==================== spike_word_replay
### config.mk
export PLATFORM = sky130hd
export DESIGN_NAME = spike_word_replay
export DESIGN_NICKNAME = d
export VERILOG_FILES = /design/src/rtl/spike_word_replay.sv
export SDC_FILE = /design/constraint.sdc
export NUM_CORES = 1
export LEC_CHECK = 0
export ABC_AREA = 1
export CORE_ASPECT_RATIO = 1.4
export CORE_MARGIN = 1
export CORE_UTILIZATION = 55
export DETAILED_ROUTE_END_ITERATION = 12
export PLACE_DENSITY_LB_ADDON = 0.3
export SYNTH_ARGS = -nofsm -noshare
export SYNTH_HDL_FRONTEND = slang
export SYNTH_SLANG_ARGS = --single-unit
### constraint.sdc
create_clock -name neuron_clk -period 2.97 [get_ports neuron_clk]
set_input_delay 0.4455 -clock neuron_clk [delete_from_list [all_inputs] [get_ports neuron_clk]]
set_output_delay 0.4455 -clock neuron_clk [all_outputs]
set_load 0.1 [all_outputs]
### src/rtl/spike_word_replay.sv
// spike_word_replay
// Buffers 16-bit raw spike words {sync, group_idx, chan_flags} arriving over a
// valid/ready handshake and replays each word's channel flags during the
// 16-cycle slot of its group in the time-multiplexed neuron loop.
// Optional build macro: SPIKE_REPLAY_LOOP_EN adds a loop_mode input that makes
// the buffered pattern repeat by re-pushing every popped word at the tail.
module spike_word_replay #(
    parameter int NN    = 8,
    parameter int DEPTH = 16,
    parameter int AW    = 4
) (
    input  logic            neuron_clk,
    input  logic            reset_sim,
    input  logic [NN+2:0]   neuron_counter,
    input  logic [15:0]     in_word,
    input  logic            in_valid,
`ifdef SPIKE_REPLAY_LOOP_EN
    input  logic            loop_mode,
`endif
    output logic            in_ready,
    output logic [7:0]      spike_out,
    output logic            frame_start,
    output logic [AW:0]     fill_level,
    output logic            busy
);

    // Stored entry keeps only the bits the decoder uses: {sync, idx, flags}.
    localparam int EW = NN + 8;

    typedef enum logic [2:0] {
        IDLE,
        LOAD,
        WAIT,
        FIRE,
        WSYNC
    } state_t;

    state_t            state_reg, state_next;
    logic [EW-1:0]     mem [DEPTH];
    logic [EW-1:0]     hold_reg;
    logic [EW-1:0]     wr_data;
    logic [AW-1:0]     wr_ptr_reg, rd_ptr_reg;
    logic [AW-1:0]     load_addr;
    logic [AW:0]       fill_reg;
    logic [7:0]        spike_reg;
    logic              frame_reg;

    logic              loop_active;
    logic              push, pop, wr_en, load_hold, fire, chain;
    logic              hold_sync;
    logic [NN-2:0]     hold_idx;
    logic [NN-2:0]     slot;
    logic [3:0]        phase;
    logic              match;
    logic              counter_zero;

`ifdef SPIKE_REPLAY_LOOP_EN
    assign loop_active = loop_mode;
`else
    assign loop_active = 1'b0;
`endif

    // With a narrower neuron array the upper group-index bits are ignored.
    generate
        if (NN < 8) begin : g_unused_idx
            logic unused_idx_bits;
            assign unused_idx_bits = ^in_word[14:NN+7];
        end
    endgenerate

    assign in_ready     = (fill_reg != (AW+1)'(DEPTH)) && !loop_active;
    assign push         = in_valid && in_ready;
    // In loop mode the popped word goes straight back to the tail.
    assign wr_en        = push || (pop && loop_active);
    assign wr_data      = (pop && loop_active) ? hold_reg
                                               : {in_word[15], in_word[NN+6:8], in_word[7:0]};

    assign hold_sync    = hold_reg[EW-1];
    assign hold_idx     = hold_reg[EW-2:8];
    assign slot         = neuron_counter[NN+2:4];
    assign phase        = neuron_counter[3:0];
    assign counter_zero = (neuron_counter == '0);
    assign match        = (slot == hold_idx) && (phase == 4'h0);
    // More than the word being popped is buffered: next word can load immediately.
    assign chain        = (fill_reg > (AW+1)'(1));

    assign spike_out    = spike_reg;
    assign frame_start  = frame_reg;
    assign fill_level   = fill_reg;
    assign busy         = (state_reg != IDLE);

    // Word storage: write-only array, read through the registered hold word.
    always_ff @(posedge neuron_clk) begin
        if (wr_en) begin
            mem[wr_ptr_reg] <= wr_data;
        end
    end

    // FIFO pointers and occupancy; reset flushes the buffer.
    always_ff @(posedge neuron_clk) begin
        if (reset_sim) begin
            wr_ptr_reg <= '0;
            rd_ptr_reg <= '0;
            fill_reg   <= '0;
        end else begin
            if (wr_en) begin
                wr_ptr_reg <= wr_ptr_reg + AW'(1);
            end
            if (pop) begin
                rd_ptr_reg <= rd_ptr_reg + AW'(1);
            end
            if (wr_en && !pop) begin
                fill_reg <= fill_reg + (AW+1)'(1);
            end else if (pop && !wr_en) begin
                fill_reg <= fill_reg - (AW+1)'(1);
            end
        end
    end

    // State register, hold word and registered outputs.
    always_ff @(posedge neuron_clk) begin
        if (reset_sim) begin
            state_reg <= IDLE;
            hold_reg  <= '0;
            spike_reg <= '0;
            frame_reg <= 1'b0;
        end else begin
            state_reg <= state_next;
            if (load_hold) begin
                hold_reg <= mem[load_addr];
            end
            spike_reg <= fire ? hold_reg[7:0] : 8'h00;
            frame_reg <= counter_zero;
        end
    end

    // Next-state logic. Popping a word loads the following entry in the same
    // cycle so consecutive groups replay without a gap. LOAD always moves to
    // WAIT because the hold word is only visible once registered; WAIT then
    // hands sync words to WSYNC, handling a frame start that lands on that
    // very cycle so no wrap is missed.
    always_comb begin
        state_next = state_reg;
        pop        = 1'b0;
        load_hold  = 1'b0;
        load_addr  = rd_ptr_reg;
        fire       = 1'b0;
        unique case (state_reg)
            IDLE: begin
                if (fill_reg != '0) begin
                    state_next = LOAD;
                end
            end
            LOAD: begin
                load_hold  = 1'b1;
                state_next = WAIT;
            end
            WAIT: begin
                if (hold_sync) begin
                    if (counter_zero) begin
                        pop        = 1'b1;
                        load_hold  = chain;
                        load_addr  = rd_ptr_reg + AW'(1);
                        state_next = chain ? WAIT : IDLE;
                    end else begin
                        state_next = WSYNC;
                    end
                end else if (match) begin
                    fire       = 1'b1;
                    state_next = FIRE;
                end
            end
            FIRE: begin
                fire = 1'b1;
                if (phase == 4'hF) begin
                    pop        = 1'b1;
                    load_hold  = chain;
                    load_addr  = rd_ptr_reg + AW'(1);
                    state_next = chain ? WAIT : IDLE;
                end
            end
            WSYNC: begin
                if (counter_zero) begin
                    pop        = 1'b1;
                    load_hold  = chain;
                    load_addr  = rd_ptr_reg + AW'(1);
                    state_next = chain ? WAIT : IDLE;
                end
            end
            default: begin
                state_next = IDLE;
            end
        endcase
    end

endmodule

**spike_word_replay: routing congestion**

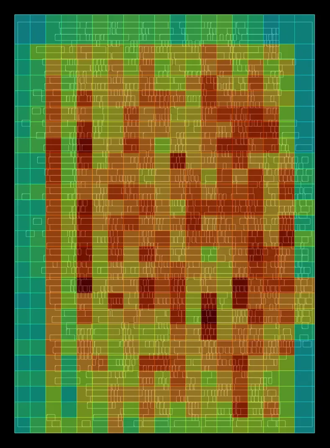
core occupancy in the finished layout: 0.6439
met3 Resource Use GR: 0.02914
met1 usage: 0.3025

**spike_word_replay: cell classes on the final placement**

Scale bar: 50 um.
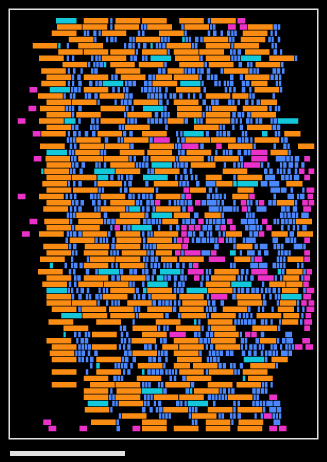
[orange] sequential cells | cells: 297
[cyan] clock drivers and dummy loads | cells: 50
[magenta] remaining buffers and delay cells | cells: 90
[blue] remaining logic cells | cells: 1017

==> run_summary.xml <==
<?xml version="1.0" encoding="UTF-8"?>
<metrics>
  <group name="place">
    <metric name="final_replace_weighted_congestion" unit="">0.8959</metric>
    <metric name="placed_cells" unit="">1710</metric>
    <metric name="post-place-ws" unit="ps">201.6</metric>
  </group>
  <group name="timing">
    <metric name="clock_skew" unit="ps">29.04</metric>
    <metric name="fin_crit_sh" unit="">0.8332</metric>
  </group>
  <group name="power_and_ir_drop">
    <metric name="p_leak" unit="nW">6.756</metric>
  </group>
  <group name="layout">
    <metric name="fin_cells" unit="">1760</metric>
    <metric name="layout.clock_buffers" unit="">37</metric>
    <metric name="post_route_cells_drive_above_1_share" unit="">0.09285</metric>
    <metric name="seqAreaFraction" unit="">0.5635</metric>
    <metric name="top_area_cell_class" unit="">flip-flops and latches</metric>
  </group>
  <group name="grt">
    <metric name="grt_overflow_total" unit="">0</metric>
    <metric name="first_global_vias" unit="">8946</metric>
  </group>
  <group name="min_path">
    <metric name="hold_path_startpoint" unit="">hold_reg[2]</metric>
  </group>
  <group name="routing">
    <metric name="first_pass_iters" unit="">5</metric>
    <metric name="dr.max_layer_used" unit="">met4</metric>
    <metric name="dr_total_vias" unit="">9293</metric>
    <metric name="wl_met3" unit="mm">2.000</metric>
  </group>
  <group name="synthesis">
    <metric name="synth-edff-count" unit="">256</metric>
    <metric name="mappedNetlistArea" unit="sq mm">0.01323</metric>
  </group>
  <group name="status">
    <metric name="status" unit="">complete, no violations</metric>
  </group>
  <group name="job">
    <metric name="warnings" unit="">33</metric>
  </group>
  <group name="worst_setup_path">
    <metric name="timing.critical_path.from_type" unit="">register</metric>
  </group>
  <group name="floorplanning">
    <metric name="floorplan.core_util" unit="">0.5642</metric>
    <metric name="die_height" unit="um">185.5</metric>
  </group>
  <group name="clock_tree">
    <metric name="worst_setup_hold_path_clk_slew" unit="ps">70</metric>
    <metric name="clk_latency" unit="ps">540</metric>
  </group>
</metrics>
**spike_word_replay: routed clock nets over the placement**

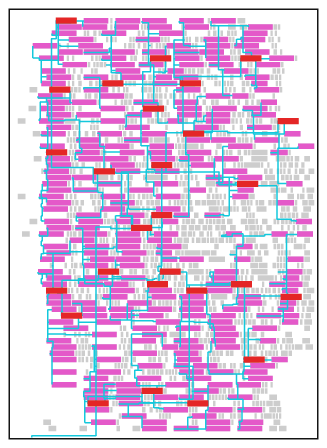
[cyan] clock wires | length: 3140 um
[red] clock-net drivers | count: 27
[magenta] flip-flops | count: 297
routed clock nets: 28
flops lie: all over the die


==================== lifo_stack_param
`src/rtl/lifo_pkg.sv`:
```
// Shared constants for the operand/opcode LIFO: default geometry and the
// opcode tag encodings the ALU datapath writes into each entry.
package lifo_pkg;

   localparam int DEF_DATA_W = 6;
   localparam int DEF_TAG_W  = 3;
   localparam int DEF_DEPTH  = 8;

   typedef enum logic [2:0] {
      OP_NOP = 3'd0,
      OP_ADD = 3'd1,
      OP_SUB = 3'd2,
      OP_AND = 3'd3,
      OP_OR  = 3'd4,
      OP_XOR = 3'd5,
      OP_SHL = 3'd6,
      OP_SHR = 3'd7
   } opcode_e;

   function automatic int addr_width(input int depth);
      return (depth > 1) ? $clog2(depth) : 1;
   endfunction

endpackage

```
`src/rtl/lifo_ptr_ctrl.sv`:
```
// Occupancy and handshake control for the LIFO: count/full/empty, push_ready,
// accept/replace decode, storage addresses and registered error pulses.
module lifo_ptr_ctrl
   import lifo_pkg::*;
#(
   parameter int DEPTH  = DEF_DEPTH,
   parameter int CNT_W  = $clog2(DEPTH + 1),
   parameter int ADDR_W = addr_width(DEPTH)
) (
   input  logic              clk,
   input  logic              reset_n,
   input  logic              push_valid,
   input  logic              pop_req,
   output logic              push_ready,
   output logic              push_acc,
   output logic              pop_acc,
   output logic [ADDR_W-1:0] wr_addr,
   output logic [ADDR_W-1:0] rd_addr,
   output logic [CNT_W-1:0]  count,
   output logic              full,
   output logic              empty,
   output logic              overflow,
   output logic              underflow
);

   localparam logic [CNT_W-1:0] CNT_MAX = CNT_W'(DEPTH);
   localparam logic [CNT_W-1:0] CNT_ONE = CNT_W'(1);

   logic [CNT_W-1:0] top_idx;

   assign full       = (count == CNT_MAX);
   assign empty      = (count == '0);
   assign pop_acc    = pop_req & ~empty;
   assign push_ready = ~full | pop_acc;
   assign push_acc   = push_valid & push_ready;

   // On replace the new word overwrites the slot being popped, so a word
   // pushed this cycle can never be the one returned this cycle.
   assign top_idx = count - CNT_ONE;
   assign rd_addr = ADDR_W'(top_idx);
   assign wr_addr = pop_acc ? ADDR_W'(top_idx) : ADDR_W'(count);

   always_ff @(posedge clk or negedge reset_n) begin
      if (!reset_n) begin
         count     <= '0;
         overflow  <= 1'b0;
         underflow <= 1'b0;
      end else begin
         // NOTE: non-blocking assignments so every register samples the
         // pre-edge values regardless of statement order.
         overflow  <= push_valid & ~push_ready;
         underflow <= pop_req & empty;
         if (push_acc && !pop_acc) begin
            count <= count + CNT_ONE;
         end else if (pop_acc && !push_acc) begin
            count <= count - CNT_ONE;
         end
      end
   end

endmodule

```
`src/rtl/lifo_stack_param.sv`:
```
// Parametrised data+tag LIFO with ready/valid push and registered pop output.
// Define LIFO_TOP_PEEK_EN to add the combinational top_data/top_tag peek ports.
module lifo_stack_param
   import lifo_pkg::*;
#(
   parameter int DATA_W = DEF_DATA_W,
   parameter int TAG_W  = DEF_TAG_W,
   parameter int DEPTH  = DEF_DEPTH,
   localparam int CNT_W = $clog2(DEPTH + 1)
) (
   input  logic              clk,
   input  logic              reset_n,
   input  logic              push_valid,
   input  logic [DATA_W-1:0] push_data,
   input  logic [TAG_W-1:0]  push_tag,
   output logic              push_ready,
   input  logic              pop_req,
   output logic              rd_valid,
   output logic [DATA_W-1:0] rd_data,
   output logic [TAG_W-1:0]  rd_tag,
   output logic [CNT_W-1:0]  count,
   output logic              full,
   output logic              empty,
   output logic              overflow,
`ifdef LIFO_TOP_PEEK_EN
   output logic              underflow,
   output logic [DATA_W-1:0] top_data,
   output logic [TAG_W-1:0]  top_tag
`else
   output logic              underflow
`endif
);

   localparam int ADDR_W = addr_width(DEPTH);

   logic [DATA_W-1:0] data_mem [DEPTH];
   logic [TAG_W-1:0]  tag_mem  [DEPTH];
   logic              push_acc;
   logic              pop_acc;
   logic [ADDR_W-1:0] wr_addr;
   logic [ADDR_W-1:0] rd_addr;

   lifo_ptr_ctrl #(
      .DEPTH  (DEPTH),
      .CNT_W  (CNT_W),
      .ADDR_W (ADDR_W)
   ) u_ptr_ctrl (
      .clk        (clk),
      .reset_n    (reset_n),
      .push_valid (push_valid),
      .pop_req    (pop_req),
      .push_ready (push_ready),
      .push_acc   (push_acc),
      .pop_acc    (pop_acc),
      .wr_addr    (wr_addr),
      .rd_addr    (rd_addr),
      .count      (count),
      .full       (full),
      .empty      (empty),
      .overflow   (overflow),
      .underflow  (underflow)
   );

   // NOTE: storage has no reset; count=0 makes stale contents unreachable,
   // and leaving it unreset lets it map onto plain RAM/flops without reset.
   always_ff @(posedge clk) begin
      if (push_acc) begin
         data_mem[wr_addr] <= push_data;
         tag_mem[wr_addr]  <= push_tag;
      end
   end

   always_ff @(posedge clk or negedge reset_n) begin
      if (!reset_n) begin
         rd_valid <= 1'b0;
         rd_data  <= '0;
         rd_tag   <= '0;
      end else begin
         rd_valid <= pop_acc;
         if (pop_acc) begin
            rd_data <= data_mem[rd_addr];
            rd_tag  <= tag_mem[rd_addr];
         end
      end
   end

`ifdef LIFO_TOP_PEEK_EN
   always_comb begin
      // NOTE: defaults first so every path assigns and no latch is inferred.
      top_data = '0;
      top_tag  = '0;
      if (!empty) begin
         top_data = data_mem[rd_addr];
         top_tag  = tag_mem[rd_addr];
      end
   end
`endif

endmodule

```
`config.mk`:
```
export PLATFORM = sky130hd
export DESIGN_NAME = lifo_stack_param
export DESIGN_NICKNAME = d
export VERILOG_FILES = /design/src/rtl/lifo_pkg.sv /design/src/rtl/lifo_ptr_ctrl.sv /design/src/rtl/lifo_stack_param.sv
export SDC_FILE = /design/constraint.sdc
export NUM_CORES = 1
export LEC_CHECK = 0
export ABC_CLOCK_PERIOD_IN_PS = 7720
export CORE_MARGIN = 10
export CORE_UTILIZATION = 35
export CTS_CLUSTER_SIZE = 28
export DETAILED_ROUTE_END_ITERATION = 6
export GPL_TIMING_DRIVEN = 0
export SLEW_MARGIN = 15
export SYNTH_ARGS = -nofsm -noshare
export SYNTH_HDL_FRONTEND = slang
export SYNTH_SLANG_ARGS = --single-unit
```
`constraint.sdc`:
```
create_clock -name clk -period 7.72 [get_ports clk]
set_input_delay 1.544 -clock clk [delete_from_list [all_inputs] [get_ports clk]]
set_output_delay 1.544 -clock clk [all_outputs]
set_load 0.01 [all_outputs]
```
**lifo_stack_param: floorplan with the power grid**

Pins as bars on the die edge. Tap cells in grey.
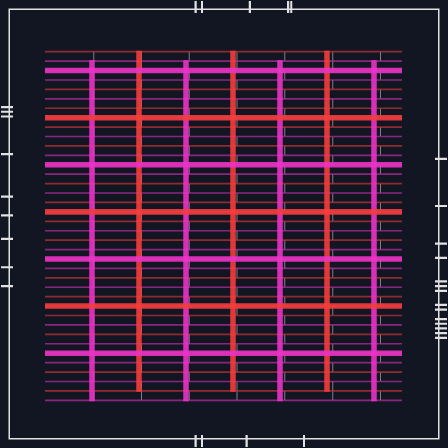
[red] VDD
[magenta] VSS
met1 rails: 38
signal pins: 32
met5 straps: 7
met4 straps: 7
tap cells: 136

**lifo_stack_param: cell classes on the final placement**

Scale bar: 20 um.
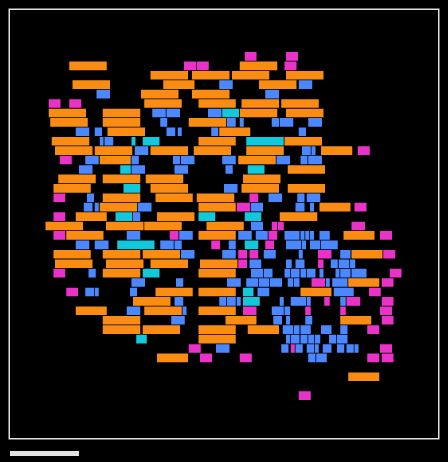
[magenta] remaining buffers and delay cells | cells: 52
[cyan] clock drivers and dummy loads | cells: 16
[orange] sequential cells | cells: 88
[blue] remaining logic cells | cells: 143

**lifo_stack_param: routed clock nets over the placement**

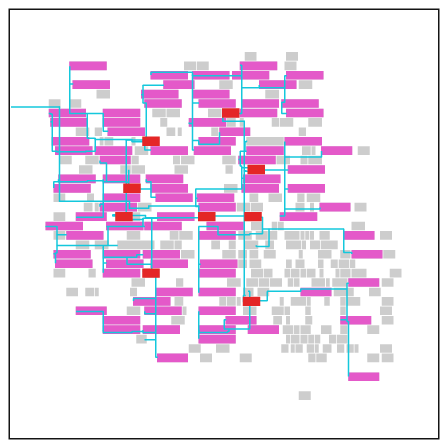
[cyan] clock wires | length: 981 um
[magenta] flip-flops | count: 88
[red] clock-net drivers | count: 9
routed clock nets: 10

==> run_summary.xml <==
<?xml version="1.0" encoding="UTF-8"?>
<metrics>
  <group name="routing">
    <metric name="first_pass_iters" unit="">4</metric>
    <metric name="initialDrtViolationCount" unit="">142</metric>
    <metric name="met2RoutedLength" unit="mm">3.995</metric>
    <metric name="vias_per_cell" unit="">5.149</metric>
  </group>
  <group name="synthesis">
    <metric name="netlist_top_cells_count" unit="">edfxtp_1 (72), mux2_2 (36), o22ai_1 (19)</metric>
    <metric name="post_synthesis_cell_type_with_the_largest_instance_count" unit="">edfxtp_1</metric>
    <metric name="postSynthRegisterBits" unit="">88</metric>
    <metric name="yosysChipArea" unit="sq mm">0.003754</metric>
    <metric name="syn-instance-count" unit="">244</metric>
    <metric name="topCellsByArea" unit="">edfxtp_1 (58%), mux2_2 (11%), dfrtp_1 (11%)</metric>
    <metric name="synth.cellmix.compoundShare" unit="">0.09267</metric>
  </group>
  <group name="grt">
    <metric name="grt_overflow_total" unit="">0</metric>
    <metric name="grt.met1_usage" unit="">0.1548</metric>
    <metric name="first_global_vias" unit="">2298</metric>
  </group>
  <group name="worst_setup_path">
    <metric name="timing.critical_path.from_type" unit="">input port</metric>
    <metric name="endpoint_kind" unit="">output pin</metric>
    <metric name="reg2reg_from" unit="">u_ptr_ctrl.count[0]</metric>
    <metric name="worst_r2r_path_depth" unit="">8</metric>
    <metric name="critical_path_depth" unit="">5</metric>
    <metric name="cp_slowest_cell" unit="">clkdlybuf4s50_1</metric>
  </group>
  <group name="layout">
    <metric name="insertedDiodeCount" unit="">0</metric>
    <metric name="top_area_cell_class" unit="">flip-flops and latches</metric>
    <metric name="ff_count" unit="">88</metric>
    <metric name="num-nets-final" unit="">310</metric>
    <metric name="non_clock_inverter_count" unit="">5</metric>
  </group>
  <group name="status">
    <metric name="status" unit="">complete, no violations</metric>
  </group>
  <group name="power_and_ir_drop">
    <metric name="power_per_cell_area" unit="mW/mm^2">420.4</metric>
    <metric name="p_leak" unit="nW">1.580</metric>
    <metric name="max-vdd-ir-drop" unit="V">0.0001998</metric>
    <metric name="power.switching" unit="uW">704.6</metric>
  </group>
  <group name="floorplanning">
    <metric name="floorplan.rows" unit="">37</metric>
    <metric name="dieWidth" unit="um">123.6</metric>
    <metric name="boundaryPins" unit="">32</metric>
  </group>
  <group name="clock_tree">
    <metric name="cts_resized" unit="">0</metric>
    <metric name="tritoncts" unit="">done</metric>
    <metric name="cts-root-to-sink-buffers" unit="">2</metric>
    <metric name="clock_tree.htree_level_count" unit="">3</metric>
  </group>
  <group name="timing">
    <metric name="hold_viol" unit="">0</metric>
  </group>
  <group name="place">
    <metric name="port-buffer-count" unit="">31</metric>
  </group>
</metrics>

==================== video_source_mux
**video_source_mux: sequential cells coloured by netlist name**

Other sequential cells in the stronger grey, the rest of the logic in the fainter grey.
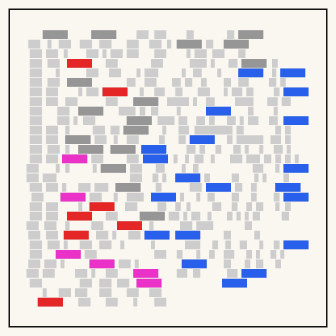
**video_source_mux: floorplan with the power grid**

Pins as bars on the die edge. Tap cells in grey.
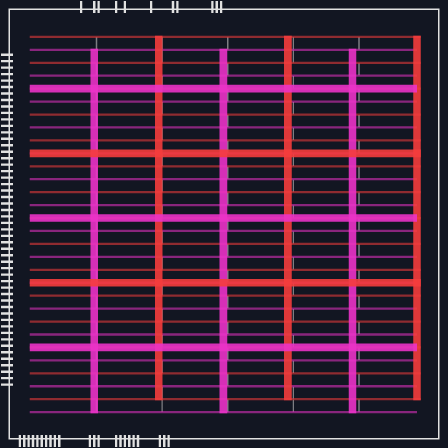
File: config.mk
export PLATFORM = sky130hd
export DESIGN_NAME = video_source_mux
export DESIGN_NICKNAME = d
export VERILOG_FILES = /design/src/rtl/video_source_mux_pkg.sv /design/src/rtl/video_colour_reduce.sv /design/src/rtl/video_source_mux.sv
export SDC_FILE = /design/constraint.sdc
export NUM_CORES = 1
export LEC_CHECK = 0
export ABC_CLOCK_PERIOD_IN_PS = 3660
export CELL_PAD_IN_SITES_DETAIL_PLACEMENT = 1
export CELL_PAD_IN_SITES_GLOBAL_PLACEMENT = 1
export CORE_MARGIN = 4
export CORE_UTILIZATION = 34
export DETAILED_ROUTE_END_ITERATION = 7
export GPL_ROUTABILITY_DRIVEN = 0
export PLACE_DENSITY_LB_ADDON = 0.1
export SYNTH_ARGS = -nofsm -noshare
export SYNTH_HDL_FRONTEND = slang
export SYNTH_SLANG_ARGS = --single-unit
File: constraint.sdc
create_clock -name clk -period 3.66 [get_ports clk]
set_input_delay 0.732 -clock clk [delete_from_list [all_inputs] [get_ports clk]]
set_output_delay 0.732 -clock clk [all_outputs]
set_load 0.005 [all_outputs]
File: src/rtl/video_source_mux_pkg.sv
// rtl/video_source_mux_pkg.sv - shared video bus type and source-switch FSM states
package video_source_mux_pkg;

    typedef struct packed {
        logic       vsync;
        logic       hsync;
        logic       display_enable;
        logic [7:0] red;
        logic [7:0] green;
        logic [7:0] blue;
    } t_video_bus;

    typedef enum logic {
        LOCKED  = 1'b0,
        PENDING = 1'b1
    } t_mux_state;

endpackage

File: src/rtl/video_colour_reduce.sv
// rtl/video_colour_reduce.sv - 8-bit colour channel to W bits; rounds when VIDEO_SOURCE_MUX_ROUND_EN is defined
module video_colour_reduce #(
    parameter int W = 6
) (
    input  logic [7:0]   value,
    output logic [W-1:0] reduced
);

    generate
        if (W == 8) begin : g_pass
            assign reduced = value;
        end else begin : g_reduce
`ifdef VIDEO_SOURCE_MUX_ROUND_EN
            logic [W:0] sum;
            // Round on the first dropped bit; a carry out means the channel is already at full scale.
            assign sum     = {1'b0, value[7 -: W]} + {{W{1'b0}}, value[7-W]};
            assign reduced = sum[W] ? {W{1'b1}} : sum[W-1:0];
`else
            assign reduced = value[7 -: W];
`endif
        end
    endgenerate

endmodule

File: src/rtl/video_source_mux.sv
// rtl/video_source_mux.sv - vsync-aligned video source switch with LCD colour reduction (option: VIDEO_SOURCE_MUX_ROUND_EN)
module video_source_mux
    import video_source_mux_pkg::*;
#(
    parameter int NUM_SOURCES     = 2,
    parameter int RED_WIDTH       = 6,
    parameter int GREEN_WIDTH     = 7,
    parameter int BLUE_WIDTH      = 6,
    parameter int TIMEOUT_CYCLES  = 1000000,
    parameter int SYNC_ACTIVE_LOW = 1
) (
    input  logic                     clk,
    input  logic                     reset,
    input  logic [NUM_SOURCES-1:0]   video_in__vsync,
    input  logic [NUM_SOURCES-1:0]   video_in__hsync,
    input  logic [NUM_SOURCES-1:0]   video_in__display_enable,
    input  logic [8*NUM_SOURCES-1:0] video_in__red,
    input  logic [8*NUM_SOURCES-1:0] video_in__green,
    input  logic [8*NUM_SOURCES-1:0] video_in__blue,
    input  logic [2:0]               select,
    output logic                     lcd__vsync,
    output logic                     lcd__hsync,
    output logic                     lcd__display_enable,
    output logic [RED_WIDTH-1:0]     lcd__red,
    output logic [GREEN_WIDTH-1:0]   lcd__green,
    output logic [BLUE_WIDTH-1:0]    lcd__blue,
    output logic [2:0]               current_source,
    output logic                     switch_pending
);

    localparam int              CW           = $clog2(TIMEOUT_CYCLES + 1);
    localparam logic [CW-1:0]   TIMEOUT_LAST = CW'(TIMEOUT_CYCLES - 1);
    localparam logic [3:0]      NUM_SRC      = 4'(NUM_SOURCES);
    localparam logic            SYNC_INV     = (SYNC_ACTIVE_LOW != 0);

    t_mux_state     state, state_next;
    logic [2:0]     current_next, target_source, target_next;
    logic [CW-1:0]  counter, counter_next;
    logic           prev_vsync;
    t_video_bus     src_bus [8];
    t_video_bus     sel_bus;
    logic           sel_valid, vsync_rise;
    logic [RED_WIDTH-1:0]   red_r;
    logic [GREEN_WIDTH-1:0] green_r;
    logic [BLUE_WIDTH-1:0]  blue_r;

    // Unused slots read as an idle bus so a 3-bit index never leaves the array.
    generate
        for (genvar i = 0; i < 8; i++) begin : g_src
            if (i < NUM_SOURCES) begin : g_used
                assign src_bus[i] = '{vsync:          video_in__vsync[i],
                                      hsync:          video_in__hsync[i],
                                      display_enable: video_in__display_enable[i],
                                      red:            video_in__red[8*i +: 8],
                                      green:          video_in__green[8*i +: 8],
                                      blue:           video_in__blue[8*i +: 8]};
            end else begin : g_idle
                assign src_bus[i] = '0;
            end
        end
    endgenerate

    assign sel_bus        = src_bus[current_source];
    assign sel_valid      = {1'b0, select} < NUM_SRC;
    assign vsync_rise     = sel_bus.vsync && !prev_vsync;
    assign switch_pending = (state == PENDING);

    always_comb begin
        state_next   = state;
        current_next = current_source;
        target_next  = target_source;
        counter_next = counter;
        case (state)
            LOCKED: begin
                if (sel_valid && select != current_source) begin
                    state_next   = PENDING;
                    target_next  = select;
                    counter_next = '0;
                end
            end
            PENDING: begin
                if (sel_valid && select == current_source) begin
                    state_next = LOCKED;
                end else begin
                    if (sel_valid && select != target_source) begin
                        target_next = select;
                    end
                    if (vsync_rise || counter == TIMEOUT_LAST) begin
                        current_next = target_next;
                        state_next   = LOCKED;
                    end else begin
                        counter_next = counter + CW'(1);
                    end
                end
            end
            default: state_next = LOCKED;
        endcase
    end

    video_colour_reduce #(.W(RED_WIDTH))   u_red   (.value(sel_bus.red),   .reduced(red_r));
    video_colour_reduce #(.W(GREEN_WIDTH)) u_green (.value(sel_bus.green), .reduced(green_r));
    video_colour_reduce #(.W(BLUE_WIDTH))  u_blue  (.value(sel_bus.blue),  .reduced(blue_r));

    always_ff @(posedge clk) begin
        if (reset) begin
            state               <= LOCKED;
            current_source      <= '0;
            target_source       <= '0;
            counter             <= '0;
            prev_vsync          <= 1'b0;
            lcd__vsync          <= SYNC_INV;
            lcd__hsync          <= SYNC_INV;
            lcd__display_enable <= 1'b0;
            lcd__red            <= '0;
            lcd__green          <= '0;
            lcd__blue           <= '0;
        end else begin
            state               <= state_next;
            current_source      <= current_next;
            target_source       <= target_next;
            counter             <= counter_next;
            prev_vsync          <= sel_bus.vsync;
            lcd__vsync          <= sel_bus.vsync ^ SYNC_INV;
            lcd__hsync          <= sel_bus.hsync ^ SYNC_INV;
            lcd__display_enable <= sel_bus.display_enable;
            lcd__red            <= sel_bus.display_enable ? red_r   : '0;
            lcd__green          <= sel_bus.display_enable ? green_r : '0;
            lcd__blue           <= sel_bus.display_enable ? blue_r  : '0;
        end
    end

endmodule

==> run_summary.xml <==
<?xml version="1.0" encoding="UTF-8"?>
<metrics>
  <group name="power_and_ir_drop">
    <metric name="power.combinational.fraction" unit="">0.133</metric>
    <metric name="sequential_share_of_power" unit="">0.514</metric>
    <metric name="power_per_cell_area" unit="mW/mm^2">345.8</metric>
  </group>
  <group name="worst_setup_path">
    <metric name="worst_path_most_repeated_cell" unit="">nor2_1</metric>
    <metric name="reg2reg_from" unit="">switch_pending</metric>
    <metric name="timing.reg2reg.setup_slack" unit="ps">1080</metric>
  </group>
  <group name="grt">
    <metric name="use_met3" unit="">0.08264</metric>
    <metric name="globalRouteTotalUtil" unit="">0.1582</metric>
    <metric name="grt.met1_usage" unit="">0.1813</metric>
  </group>
  <group name="synthesis">
    <metric name="xor_area_frac" unit="">0.007667</metric>
  </group>
  <group name="layout">
    <metric name="top_area_cell_class" unit="">multi-input combinational cells</metric>
    <metric name="layout.clock_buffers" unit="">6</metric>
    <metric name="non_clock_inverter_count" unit="">6</metric>
  </group>
  <group name="status">
    <metric name="status" unit="">complete, no violations</metric>
  </group>
  <group name="routing">
    <metric name="routedLengthMet1" unit="mm">2.630</metric>
  </group>
  <group name="min_path">
    <metric name="hold_path_startpoint" unit="">target_source[2]</metric>
    <metric name="hold_path.class" unit="">reg -&gt; reg</metric>
  </group>
  <group name="timing">
    <metric name="clock_skew" unit="ps">4.348</metric>
    <metric name="relSlewSlack" unit="">0.4674</metric>
  </group>
  <group name="clock_tree">
    <metric name="tritoncts" unit="">done</metric>
  </group>
  <group name="floorplanning">
    <metric name="floorplan.rows" unit="">29</metric>
  </group>
</metrics>
Notes on 'sequential cells coloured by netlist name' of video_source_mux above:
[blue] counter | placed flops: 20
[red] lcd__green | placed flops: 7
[magenta] lcd__blue | placed flops: 6 | where: bottom left
not coloured: 17
footprint of the flip-flops and latches: 0.001001 sq mm
power consumed by sequential cells: 566 uW
core occupancy in the finished layout: 0.4956
sequential share of cell area: 0.3145

Notes on 'floorplan with the power grid' of video_source_mux above:
[red] VDD
[magenta] VSS
met5 straps: 5
signal pins: 85
met4 straps: 6
tap cells: 77
Worst IR Drop VDD: 0.0001397 V
core area: 0.006422 sq mm
horizontal die size: 89.98 um
die height: 89.98 um


==================== id_ex_stage
## src/rtl/id_ex_stage.sv

```systemverilog
// Decode stage with bypassed register file, load-use stall, two-word immediate
// assembly and the ID/EX pipeline register feeding execute.
module id_ex_stage #(
    parameter int unsigned DATA_W = 16,
    parameter int unsigned N_REGS = 8,
    parameter int unsigned CTRL_W = 24,
    localparam int unsigned AW    = $clog2(N_REGS)
) (
    input  logic              clk,
    input  logic              reset,
    input  logic              instr_valid,
    input  logic [15:0]       instruction,
    input  logic [CTRL_W-1:0] ctrl_in,
    input  logic              ctrl_reg_write,
    input  logic              ctrl_mem_read,
    input  logic              ctrl_needs_imm,
    input  logic              flush,
    input  logic              wb_we,
    input  logic [AW-1:0]     wb_addr,
    input  logic [DATA_W-1:0] wb_data,
    output logic              stall_out,
    output logic              out_valid,
    output logic [CTRL_W-1:0] out_ctrl,
    output logic              out_reg_write,
    output logic              out_mem_read,
    output logic [AW-1:0]     out_dst,
    output logic [DATA_W-1:0] out_rdata1,
    output logic [DATA_W-1:0] out_rdata2,
    output logic [DATA_W-1:0] out_imm,
    output logic [3:0]        out_shamt
);

    typedef enum logic {S_DECODE, S_IMM} state_t;

    typedef struct packed {
        logic [CTRL_W-1:0] ctrl;
        logic              reg_write;
        logic              mem_read;
        logic [AW-1:0]     dst;
        logic [DATA_W-1:0] rdata1;
        logic [DATA_W-1:0] rdata2;
        logic [DATA_W-1:0] imm;
        logic [3:0]        shamt;
    } bundle_t;

    // Opcode-word state parked while waiting for the immediate; dst doubles as rs1.
    typedef struct packed {
        logic [CTRL_W-1:0] ctrl;
        logic              reg_write;
        logic              mem_read;
        logic [AW-1:0]     dst;
        logic [AW-1:0]     rs2;
        logic [DATA_W-1:0] rdata1;
        logic [DATA_W-1:0] rdata2;
        logic [3:0]        shamt;
    } hold_t;

    state_t            state_q, state_d;
    logic              valid_q, valid_d;
    bundle_t           bundle_q, bundle_d;
    hold_t             hold_q, hold_d;
    logic [DATA_W-1:0] rf_q [N_REGS];
    logic [DATA_W-1:0] rf_d [N_REGS];

    logic [AW-1:0]     rs1_c, rs2_c;
    logic [DATA_W-1:0] rdata1_c, rdata2_c;
    logic              hazard_c;

    assign rs1_c    = instruction[8 +: AW];
    assign rs2_c    = instruction[5 +: AW];
    assign rdata1_c = (wb_we && wb_addr == rs1_c) ? wb_data : rf_q[rs1_c];
    assign rdata2_c = (wb_we && wb_addr == rs2_c) ? wb_data : rf_q[rs2_c];

    // Load-use: the load in ID/EX cannot forward in time to this word's sources.
    assign hazard_c = (state_q == S_DECODE) && instr_valid && valid_q
                   && bundle_q.mem_read && bundle_q.reg_write
                   && (bundle_q.dst == rs1_c || bundle_q.dst == rs2_c);

    assign stall_out = hazard_c && !flush && reset;

    always_comb begin
        rf_d = rf_q;
        if (wb_we) begin
            rf_d[wb_addr] = wb_data;
        end
    end

    always_comb begin
        state_d  = state_q;
        valid_d  = 1'b0;
        bundle_d = '0;
        hold_d   = hold_q;
        if (flush) begin
            hold_d  = '0;
            state_d = S_DECODE;
        end else begin
            unique case (state_q)
                S_DECODE: begin
                    if (instr_valid && !hazard_c) begin
                        if (ctrl_needs_imm) begin
                            hold_d.ctrl      = ctrl_in;
                            hold_d.reg_write = ctrl_reg_write;
                            hold_d.mem_read  = ctrl_mem_read;
                            hold_d.dst       = rs1_c;
                            hold_d.rs2       = rs2_c;
                            hold_d.rdata1    = rdata1_c;
                            hold_d.rdata2    = rdata2_c;
                            hold_d.shamt     = instruction[3:0];
                            state_d          = S_IMM;
                        end else begin
                            bundle_d.ctrl      = ctrl_in;
                            bundle_d.reg_write = ctrl_reg_write;
                            bundle_d.mem_read  = ctrl_mem_read;
                            bundle_d.dst       = rs1_c;
                            bundle_d.rdata1    = rdata1_c;
                            bundle_d.rdata2    = rdata2_c;
                            bundle_d.shamt     = instruction[3:0];
                            valid_d            = 1'b1;
                        end
                    end
                end
                S_IMM: begin
                    // Keep parked operands coherent with writebacks, including this cycle's.
                    if (wb_we && wb_addr == hold_q.dst) begin
                        hold_d.rdata1 = wb_data;
                    end
                    if (wb_we && wb_addr == hold_q.rs2) begin
                        hold_d.rdata2 = wb_data;
                    end
                    if (instr_valid) begin
                        bundle_d.ctrl      = hold_d.ctrl;
                        bundle_d.reg_write = hold_d.reg_write;
                        bundle_d.mem_read  = hold_d.mem_read;
                        bundle_d.dst       = hold_d.dst;
                        bundle_d.rdata1    = hold_d.rdata1;
                        bundle_d.rdata2    = hold_d.rdata2;
                        bundle_d.shamt     = hold_d.shamt;
                        bundle_d.imm       = DATA_W'(instruction);
                        valid_d            = 1'b1;
                        hold_d             = '0;
                        state_d            = S_DECODE;
                    end
                end
                default: state_d = S_DECODE;
            endcase
        end
    end

    always_ff @(posedge clk) begin
        if (!reset) begin
            state_q  <= S_DECODE;
            valid_q  <= 1'b0;
            bundle_q <= '0;
            hold_q   <= '0;
            rf_q     <= '{default: '0};
        end else begin
            state_q  <= state_d;
            valid_q  <= valid_d;
            bundle_q <= bundle_d;
            hold_q   <= hold_d;
            rf_q     <= rf_d;
        end
    end

    assign out_valid     = valid_q;
    assign out_ctrl      = bundle_q.ctrl;
    assign out_reg_write = bundle_q.reg_write;
    assign out_mem_read  = bundle_q.mem_read;
    assign out_dst       = bundle_q.dst;
    assign out_rdata1    = bundle_q.rdata1;
    assign out_rdata2    = bundle_q.rdata2;
    assign out_imm       = bundle_q.imm;
    assign out_shamt     = bundle_q.shamt;

endmodule

```

## config.mk

```make
export PLATFORM = sky130hd
export DESIGN_NAME = id_ex_stage
export DESIGN_NICKNAME = d
export VERILOG_FILES = /design/src/rtl/id_ex_stage.sv
export SDC_FILE = /design/constraint.sdc
export NUM_CORES = 1
export LEC_CHECK = 0
export CAP_MARGIN = 20
export CORE_MARGIN = 2
export CORE_UTILIZATION = 30
export DETAILED_ROUTE_END_ITERATION = 8
export PLACE_DENSITY = 0.57
export SETUP_SLACK_MARGIN = 0.4
export SYNTH_ARGS = -nofsm -noshare
export SYNTH_HDL_FRONTEND = slang
export SYNTH_SLANG_ARGS = --single-unit
```

## constraint.sdc

```tcl
create_clock -name clk -period 6.34 [get_ports clk]
set_clock_uncertainty 0.15 [all_clocks]
set_input_delay 1.268 -clock clk [delete_from_list [all_inputs] [get_ports clk]]
set_output_delay 1.268 -clock clk [all_outputs]
set_load 0.02 [all_outputs]
```

**id_ex_stage: sequential cells coloured by netlist name**

Other sequential cells in the stronger grey, the rest of the logic in the fainter grey.
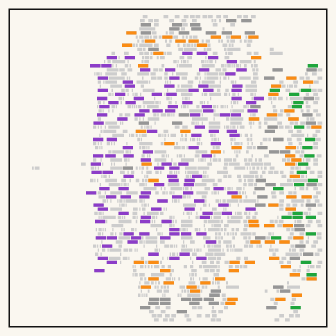
[green] out_ctrl | placed flops: 24
[purple] rf_q | placed flops: 128
[orange] hold_q | placed flops: 68
power consumed by sequential cells: 1.81 mW
sequential share of cell area: 0.3585
footprint of the flip-flops and latches: 0.005585 sq mm

==> run_summary.xml <==
<?xml version="1.0" encoding="UTF-8"?>
<metrics>
  <group name="synthesis">
    <metric name="ys_sh_simple" unit="">0.1342</metric>
    <metric name="synth.largest_area_cell" unit="">dfxtp_1</metric>
    <metric name="post_synthesis_cell_type_with_the_largest_instance_count" unit="">nand2_1</metric>
  </group>
  <group name="place">
    <metric name="placed_cells" unit="">1877</metric>
  </group>
  <group name="floorplanning">
    <metric name="dieWidth" unit="um">209.7</metric>
    <metric name="die_height" unit="um">209.7</metric>
  </group>
  <group name="power_and_ir_drop">
    <metric name="largestPowerGroup" unit="">registers</metric>
  </group>
  <group name="layout">
    <metric name="final_area" unit="sq mm">0.01558</metric>
    <metric name="final_core_utilization" unit="">0.3723</metric>
    <metric name="n_multi_input_combinational_cell" unit="">888</metric>
    <metric name="top_area_cell_class" unit="">multi-input combinational cells</metric>
  </group>
  <group name="routing">
    <metric name="post-route-drc-count" unit="">0</metric>
    <metric name="dr_total_vias" unit="">10253</metric>
    <metric name="finalWirelength" unit="mm">40.60</metric>
    <metric name="detail-route-antenna-nets" unit="">0</metric>
  </group>
  <group name="clock_tree">
    <metric name="cts_inserted_buffers" unit="">30</metric>
    <metric name="clock_sinks" unit="">279</metric>
    <metric name="postCtsSetupRepairBufs" unit="">0</metric>
  </group>
  <group name="min_path">
    <metric name="number_of_cells_traversed_by_the_worst_hold_path" unit="">2</metric>
    <metric name="hold_path.class" unit="">reg -&gt; reg</metric>
  </group>
  <group name="timing">
    <metric name="fin_crit_sh" unit="">0.7944</metric>
    <metric name="clock.fmax" unit="MHz">198.6</metric>
  </group>
  <group name="worst_setup_path">
    <metric name="required" unit="ps">4920</metric>
  </group>
  <group name="grt">
    <metric name="first_global_vias" unit="">10548</metric>
    <metric name="maximum_number_of_pins_on_one_net_before_global_route_repair" unit="">85</metric>
  </group>
  <group name="status">
    <metric name="status" unit="">complete, no violations</metric>
  </group>
</metrics>
**id_ex_stage: routing congestion**

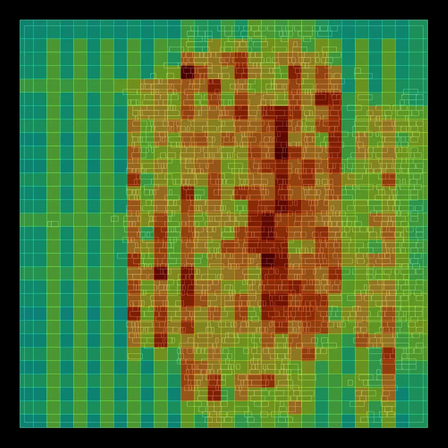
met1 usage: 0.2319
routed wirelength normalized by instance count: 20.96 um


==================== octal_reg_write_sequencer
**octal_reg_write_sequencer: routing congestion**

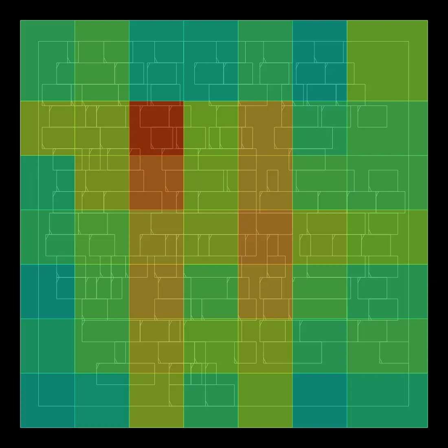
**octal_reg_write_sequencer: floorplan with the power grid**

Pins as bars on the die edge. Tap cells in grey.
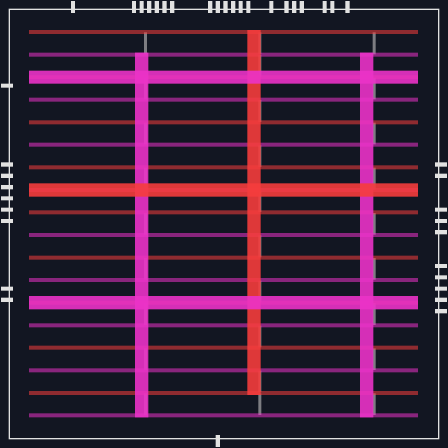
**octal_reg_write_sequencer: routed clock nets over the placement**

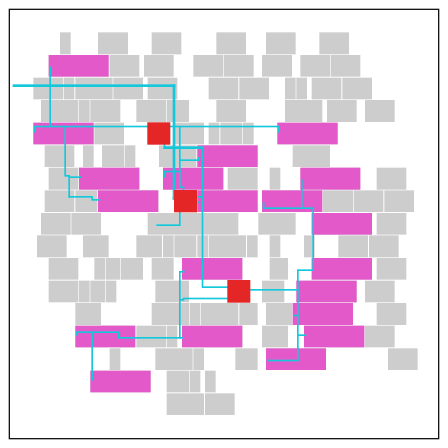
[config.mk]
export PLATFORM = sky130hd
export DESIGN_NAME = octal_reg_write_sequencer
export DESIGN_NICKNAME = d
export VERILOG_FILES = /design/src/rtl/octal_reg_seq_pkg.sv /design/src/rtl/rr_arbiter2.sv /design/src/rtl/octal_reg_write_sequencer.sv
export SDC_FILE = /design/constraint.sdc
export NUM_CORES = 1
export LEC_CHECK = 0
export CAP_MARGIN = 20
export CORE_MARGIN = 2
export CORE_UTILIZATION = 40
export DETAILED_ROUTE_END_ITERATION = 16
export GPL_ROUTABILITY_DRIVEN = 1
export PLACE_DENSITY_LB_ADDON = 0.3
export SLEW_MARGIN = 20
export SYNTH_ARGS = -nofsm -noshare
export SYNTH_HDL_FRONTEND = slang
export SYNTH_HIERARCHICAL = 1
export SYNTH_SLANG_ARGS = --single-unit
[constraint.sdc]
create_clock -name clk -period 3.1 [get_ports clk]
set_input_delay 0.93 -clock clk [delete_from_list [all_inputs] [get_ports clk]]
set_output_delay 0.93 -clock clk [all_outputs]
set_load 0.02 [all_outputs]
[src/rtl/octal_reg_seq_pkg.sv]
// Shared types and constants for the octal register write sequencer.
package octal_reg_seq_pkg;

  // Write sequence phases: grant, data setup, clock strobe, data hold.
  typedef enum logic [1:0] {
    IDLE   = 2'd0,
    SETUP  = 2'd1,
    STROBE = 2'd2,
    HOLD   = 2'd3
  } state_t;

  // One-hot grant encoding, bit 0 = requester A, bit 1 = requester B.
  localparam logic [1:0] GNT_A = 2'b01;
  localparam logic [1:0] GNT_B = 2'b10;

endpackage

[src/rtl/rr_arbiter2.sv]
// Two-input round-robin arbiter. Grants only while enabled; on a tie the
// requester that was not granted last wins. After reset A has priority.
module rr_arbiter2
  import octal_reg_seq_pkg::*;
(
  input  logic       clk,
  input  logic       reset,
  input  logic [1:0] i_req,
  input  logic       i_en,
  output logic [1:0] o_gnt
);

  // High when B was granted most recently, which hands the next tie to A.
  logic       r_last_b;
  logic [1:0] w_gnt;

  // Combinational grant selection from the current requests.
  always_comb begin
    w_gnt = 2'b00;
    if (i_en) begin
      case (i_req)
        2'b01:   w_gnt = GNT_A;
        2'b10:   w_gnt = GNT_B;
        2'b11:   w_gnt = r_last_b ? GNT_A : GNT_B;
        default: w_gnt = 2'b00;
      endcase
    end
  end

  // Remember who won the last grant; reset leaves A with priority.
  always_ff @(posedge clk) begin
    if (reset) begin
      r_last_b <= 1'b1;
    end else if (|w_gnt) begin
      r_last_b <= (w_gnt == GNT_B);
    end
  end

  assign o_gnt = w_gnt;

endmodule

[src/rtl/octal_reg_write_sequencer.sv]
// Shares a bank of edge-triggered octal registers between two requesters.
// Each write runs SETUP (data on bus), STROBE (one register clock high) and
// HOLD (data still stable, ack) so the register clock edge always sees a
// settled data bus. reg_clk, acks and err come straight from flops.
module octal_reg_write_sequencer
  import octal_reg_seq_pkg::*;
#(
  parameter int NUM_REGS = 4,
  parameter int WIDTH    = 8,
  parameter int ADDR_W   = $clog2(NUM_REGS)
) (
  input  logic                clk,
  input  logic                reset,
  input  logic                req_a,
  input  logic [ADDR_W-1:0]   addr_a,
  input  logic [WIDTH-1:0]    data_a,
  output logic                ack_a,
  input  logic                req_b,
  input  logic [ADDR_W-1:0]   addr_b,
  input  logic [WIDTH-1:0]    data_b,
  output logic                ack_b,
  output logic [WIDTH-1:0]    reg_d,
  output logic [NUM_REGS-1:0] reg_clk,
  output logic                busy,
  output logic                err
);

  localparam logic [ADDR_W:0] LP_NUM_REGS = (ADDR_W + 1)'(NUM_REGS);

  state_t              r_state;
  state_t              w_state_next;
  logic [ADDR_W-1:0]   r_addr;
  logic [WIDTH-1:0]    r_data;
  logic                r_gnt_b;
  logic [NUM_REGS-1:0] r_reg_clk;
  logic [NUM_REGS-1:0] w_reg_clk_next;
  logic [NUM_REGS-1:0] w_dec;
  logic                r_ack_a;
  logic                r_ack_b;
  logic                r_err;
  logic                w_ack_a_next;
  logic                w_ack_b_next;
  logic                w_err_next;
  logic                w_latch;
  logic                w_addr_bad;
  logic [1:0]          w_gnt;

  rr_arbiter2 u_arb (
    .clk   (clk),
    .reset (reset),
    .i_req ({req_b, req_a}),
    .i_en  (r_state == IDLE),
    .o_gnt (w_gnt)
  );

  // Latched address that has no register behind it is rejected, not strobed.
  assign w_addr_bad = ({1'b0, r_addr} >= LP_NUM_REGS);

  // One strobe line per register, selected by the latched address.
  for (genvar gi = 0; gi < NUM_REGS; gi++) begin : g_dec
    assign w_dec[gi] = (r_addr == ADDR_W'(gi));
  end

  // State register.
  always_ff @(posedge clk) begin
    if (reset) begin
      r_state <= IDLE;
    end else begin
      r_state <= w_state_next;
    end
  end

  // Next state plus next values of the registered strobe/ack/err outputs.
  // The ack is raised on every transition into HOLD, which places it one
  // cycle after the strobe for good writes and alongside err for bad ones.
  always_comb begin
    w_state_next   = r_state;
    w_reg_clk_next = '0;
    w_ack_a_next   = 1'b0;
    w_ack_b_next   = 1'b0;
    w_err_next     = 1'b0;
    w_latch        = 1'b0;
    case (r_state)
      IDLE: begin
        if (|w_gnt) begin
          w_latch      = 1'b1;
          w_state_next = SETUP;
        end
      end
      SETUP: begin
        if (w_addr_bad) begin
          w_err_next   = 1'b1;
          w_ack_a_next = ~r_gnt_b;
          w_ack_b_next = r_gnt_b;
          w_state_next = HOLD;
        end else begin
          w_reg_clk_next = w_dec;
          w_state_next   = STROBE;
        end
      end
      STROBE: begin
        w_ack_a_next = ~r_gnt_b;
        w_ack_b_next = r_gnt_b;
        w_state_next = HOLD;
      end
      HOLD: begin
        w_state_next = IDLE;
      end
      default: begin
        w_state_next = IDLE;
      end
    endcase
  end

  // Output flops and the grant-time capture of address and data.
  always_ff @(posedge clk) begin
    if (reset) begin
      r_reg_clk <= '0;
      r_ack_a   <= 1'b0;
      r_ack_b   <= 1'b0;
      r_err     <= 1'b0;
      r_addr    <= '0;
      r_data    <= '0;
      r_gnt_b   <= 1'b0;
    end else begin
      r_reg_clk <= w_reg_clk_next;
      r_ack_a   <= w_ack_a_next;
      r_ack_b   <= w_ack_b_next;
      r_err     <= w_err_next;
      if (w_latch) begin
        r_gnt_b <= w_gnt[1];
        r_addr  <= w_gnt[1] ? addr_b : addr_a;
        r_data  <= w_gnt[1] ? data_b : data_a;
      end
    end
  end

  assign reg_d   = r_data;
  assign reg_clk = r_reg_clk;
  assign ack_a   = r_ack_a;
  assign ack_b   = r_ack_b;
  assign err     = r_err;
  assign busy    = (r_state != IDLE);

endmodule

==> run_summary.xml <==
<?xml version="1.0" encoding="UTF-8"?>
<metrics>
  <group name="layout">
    <metric name="ff_count" unit="">20</metric>
    <metric name="final-comb-area" unit="sq um">452.9</metric>
    <metric name="area_growth_syn_to_layout" unit="%">49.79</metric>
    <metric name="fin_cells" unit="">156</metric>
    <metric name="number_of_filler_instances_in_the_final_layout" unit="">196</metric>
    <metric name="layout.clock.cell_area_share" unit="">0.03867</metric>
    <metric name="regArea" unit="sq um">400.4</metric>
  </group>
  <group name="min_path">
    <metric name="hold_path_sink" unit="">ack_a</metric>
  </group>
  <group name="status">
    <metric name="status" unit="">complete, no violations</metric>
  </group>
  <group name="clock_tree">
    <metric name="postCtsSetupRepairBufs" unit="">0</metric>
    <metric name="holdBufCountCts" unit="">0</metric>
    <metric name="worst_setup_hold_path_clk_slew" unit="ps">110</metric>
  </group>
  <group name="worst_setup_path">
    <metric name="cp_slowest_cell" unit="">clkdlybuf4s50_1</metric>
    <metric name="required" unit="ps">2170</metric>
    <metric name="critPathArrivalTime" unit="ps">1600</metric>
    <metric name="worst_path_most_repeated_cell" unit="">inv_1</metric>
    <metric name="cp_slowest_stage_delay" unit="ps">590</metric>
    <metric name="crit_path_start" unit="">r_state[0]</metric>
    <metric name="worst_r2r_path_depth" unit="">8</metric>
    <metric name="endpoint_kind" unit="">output pin</metric>
  </group>
  <group name="grt">
    <metric name="grt_pass1_wl" unit="mm">2.822</metric>
    <metric name="globalRouteTotalUtil" unit="">0.1411</metric>
  </group>
  <group name="synthesis">
    <metric name="ys_cells" unit="">88</metric>
  </group>
  <group name="floorplanning">
    <metric name="floorplan.core_util" unit="">0.4181</metric>
    <metric name="boundaryPins" unit="">40</metric>
    <metric name="floorplan.rows" unit="">17</metric>
  </group>
  <group name="routing">
    <metric name="detail-route-antenna-nets" unit="">0</metric>
  </group>
  <group name="timing">
    <metric name="report.final.slew_viol_count" unit="">0</metric>
    <metric name="worst_hold_slack" unit="ps">472.5</metric>
  </group>
</metrics>
Notes on 'routing congestion' of octal_reg_write_sequencer above:
core occupancy in the finished layout: 0.6263
met2 global-route usage: 0.2137
met1 usage: 0.1918
routed wirelength normalized by instance count: 10.88 um
busiest metal layer after global routing: met2

Notes on 'floorplan with the power grid' of octal_reg_write_sequencer above:
[magenta] VSS
[red] VDD
met1 rails: 18
tap cells: 28
met5 straps: 3
met4 straps: 3
signal pins: 40
die height: 51.62 um
horizontal die size: 51.62 um
core area: 0.002170 sq mm

Notes on 'routed clock nets over the placement' of octal_reg_write_sequencer above:
[magenta] flip-flops | count: 20
[cyan] clock wires | length: 214 um
[red] clock-net drivers | count: 3
routed clock nets: 4
proportion of power drawn by the clock network: 0.177
insertion delay of the later-clocked pin in the worst-skew pair: 290 ps
Clock group: 209 uW
Fin Clk Skew: 0.3685 ps



==> gallery <==
Sequential cells coloured by netlist name.
Other sequential cells in the stronger grey, the rest of the logic in the fainter grey.
image #1
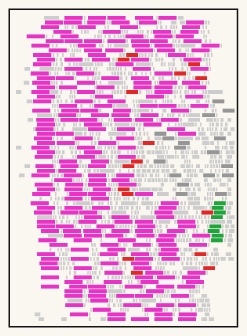
image #2
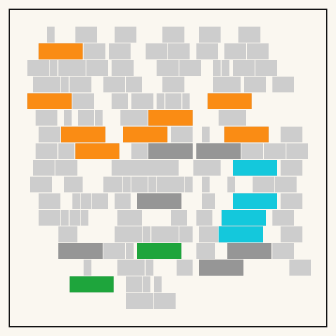
image #3
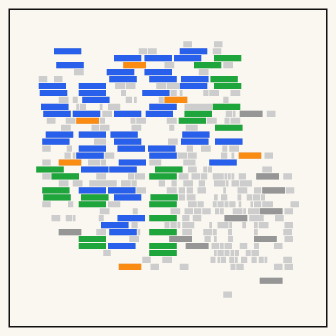
Of these, fewest cells: image #2
Of these, most cells: image #1
image #3: lifo_stack_param
image #2: octal_reg_write_sequencer
image #1: spike_word_replay

Key to image #3:
[blue] data_mem | placed flops: 48
[orange] rd_data | placed flops: 6
[green] tag_mem | placed flops: 24
not coloured: 10

No activity file was given, so power comes from the tool's default toggle rates.
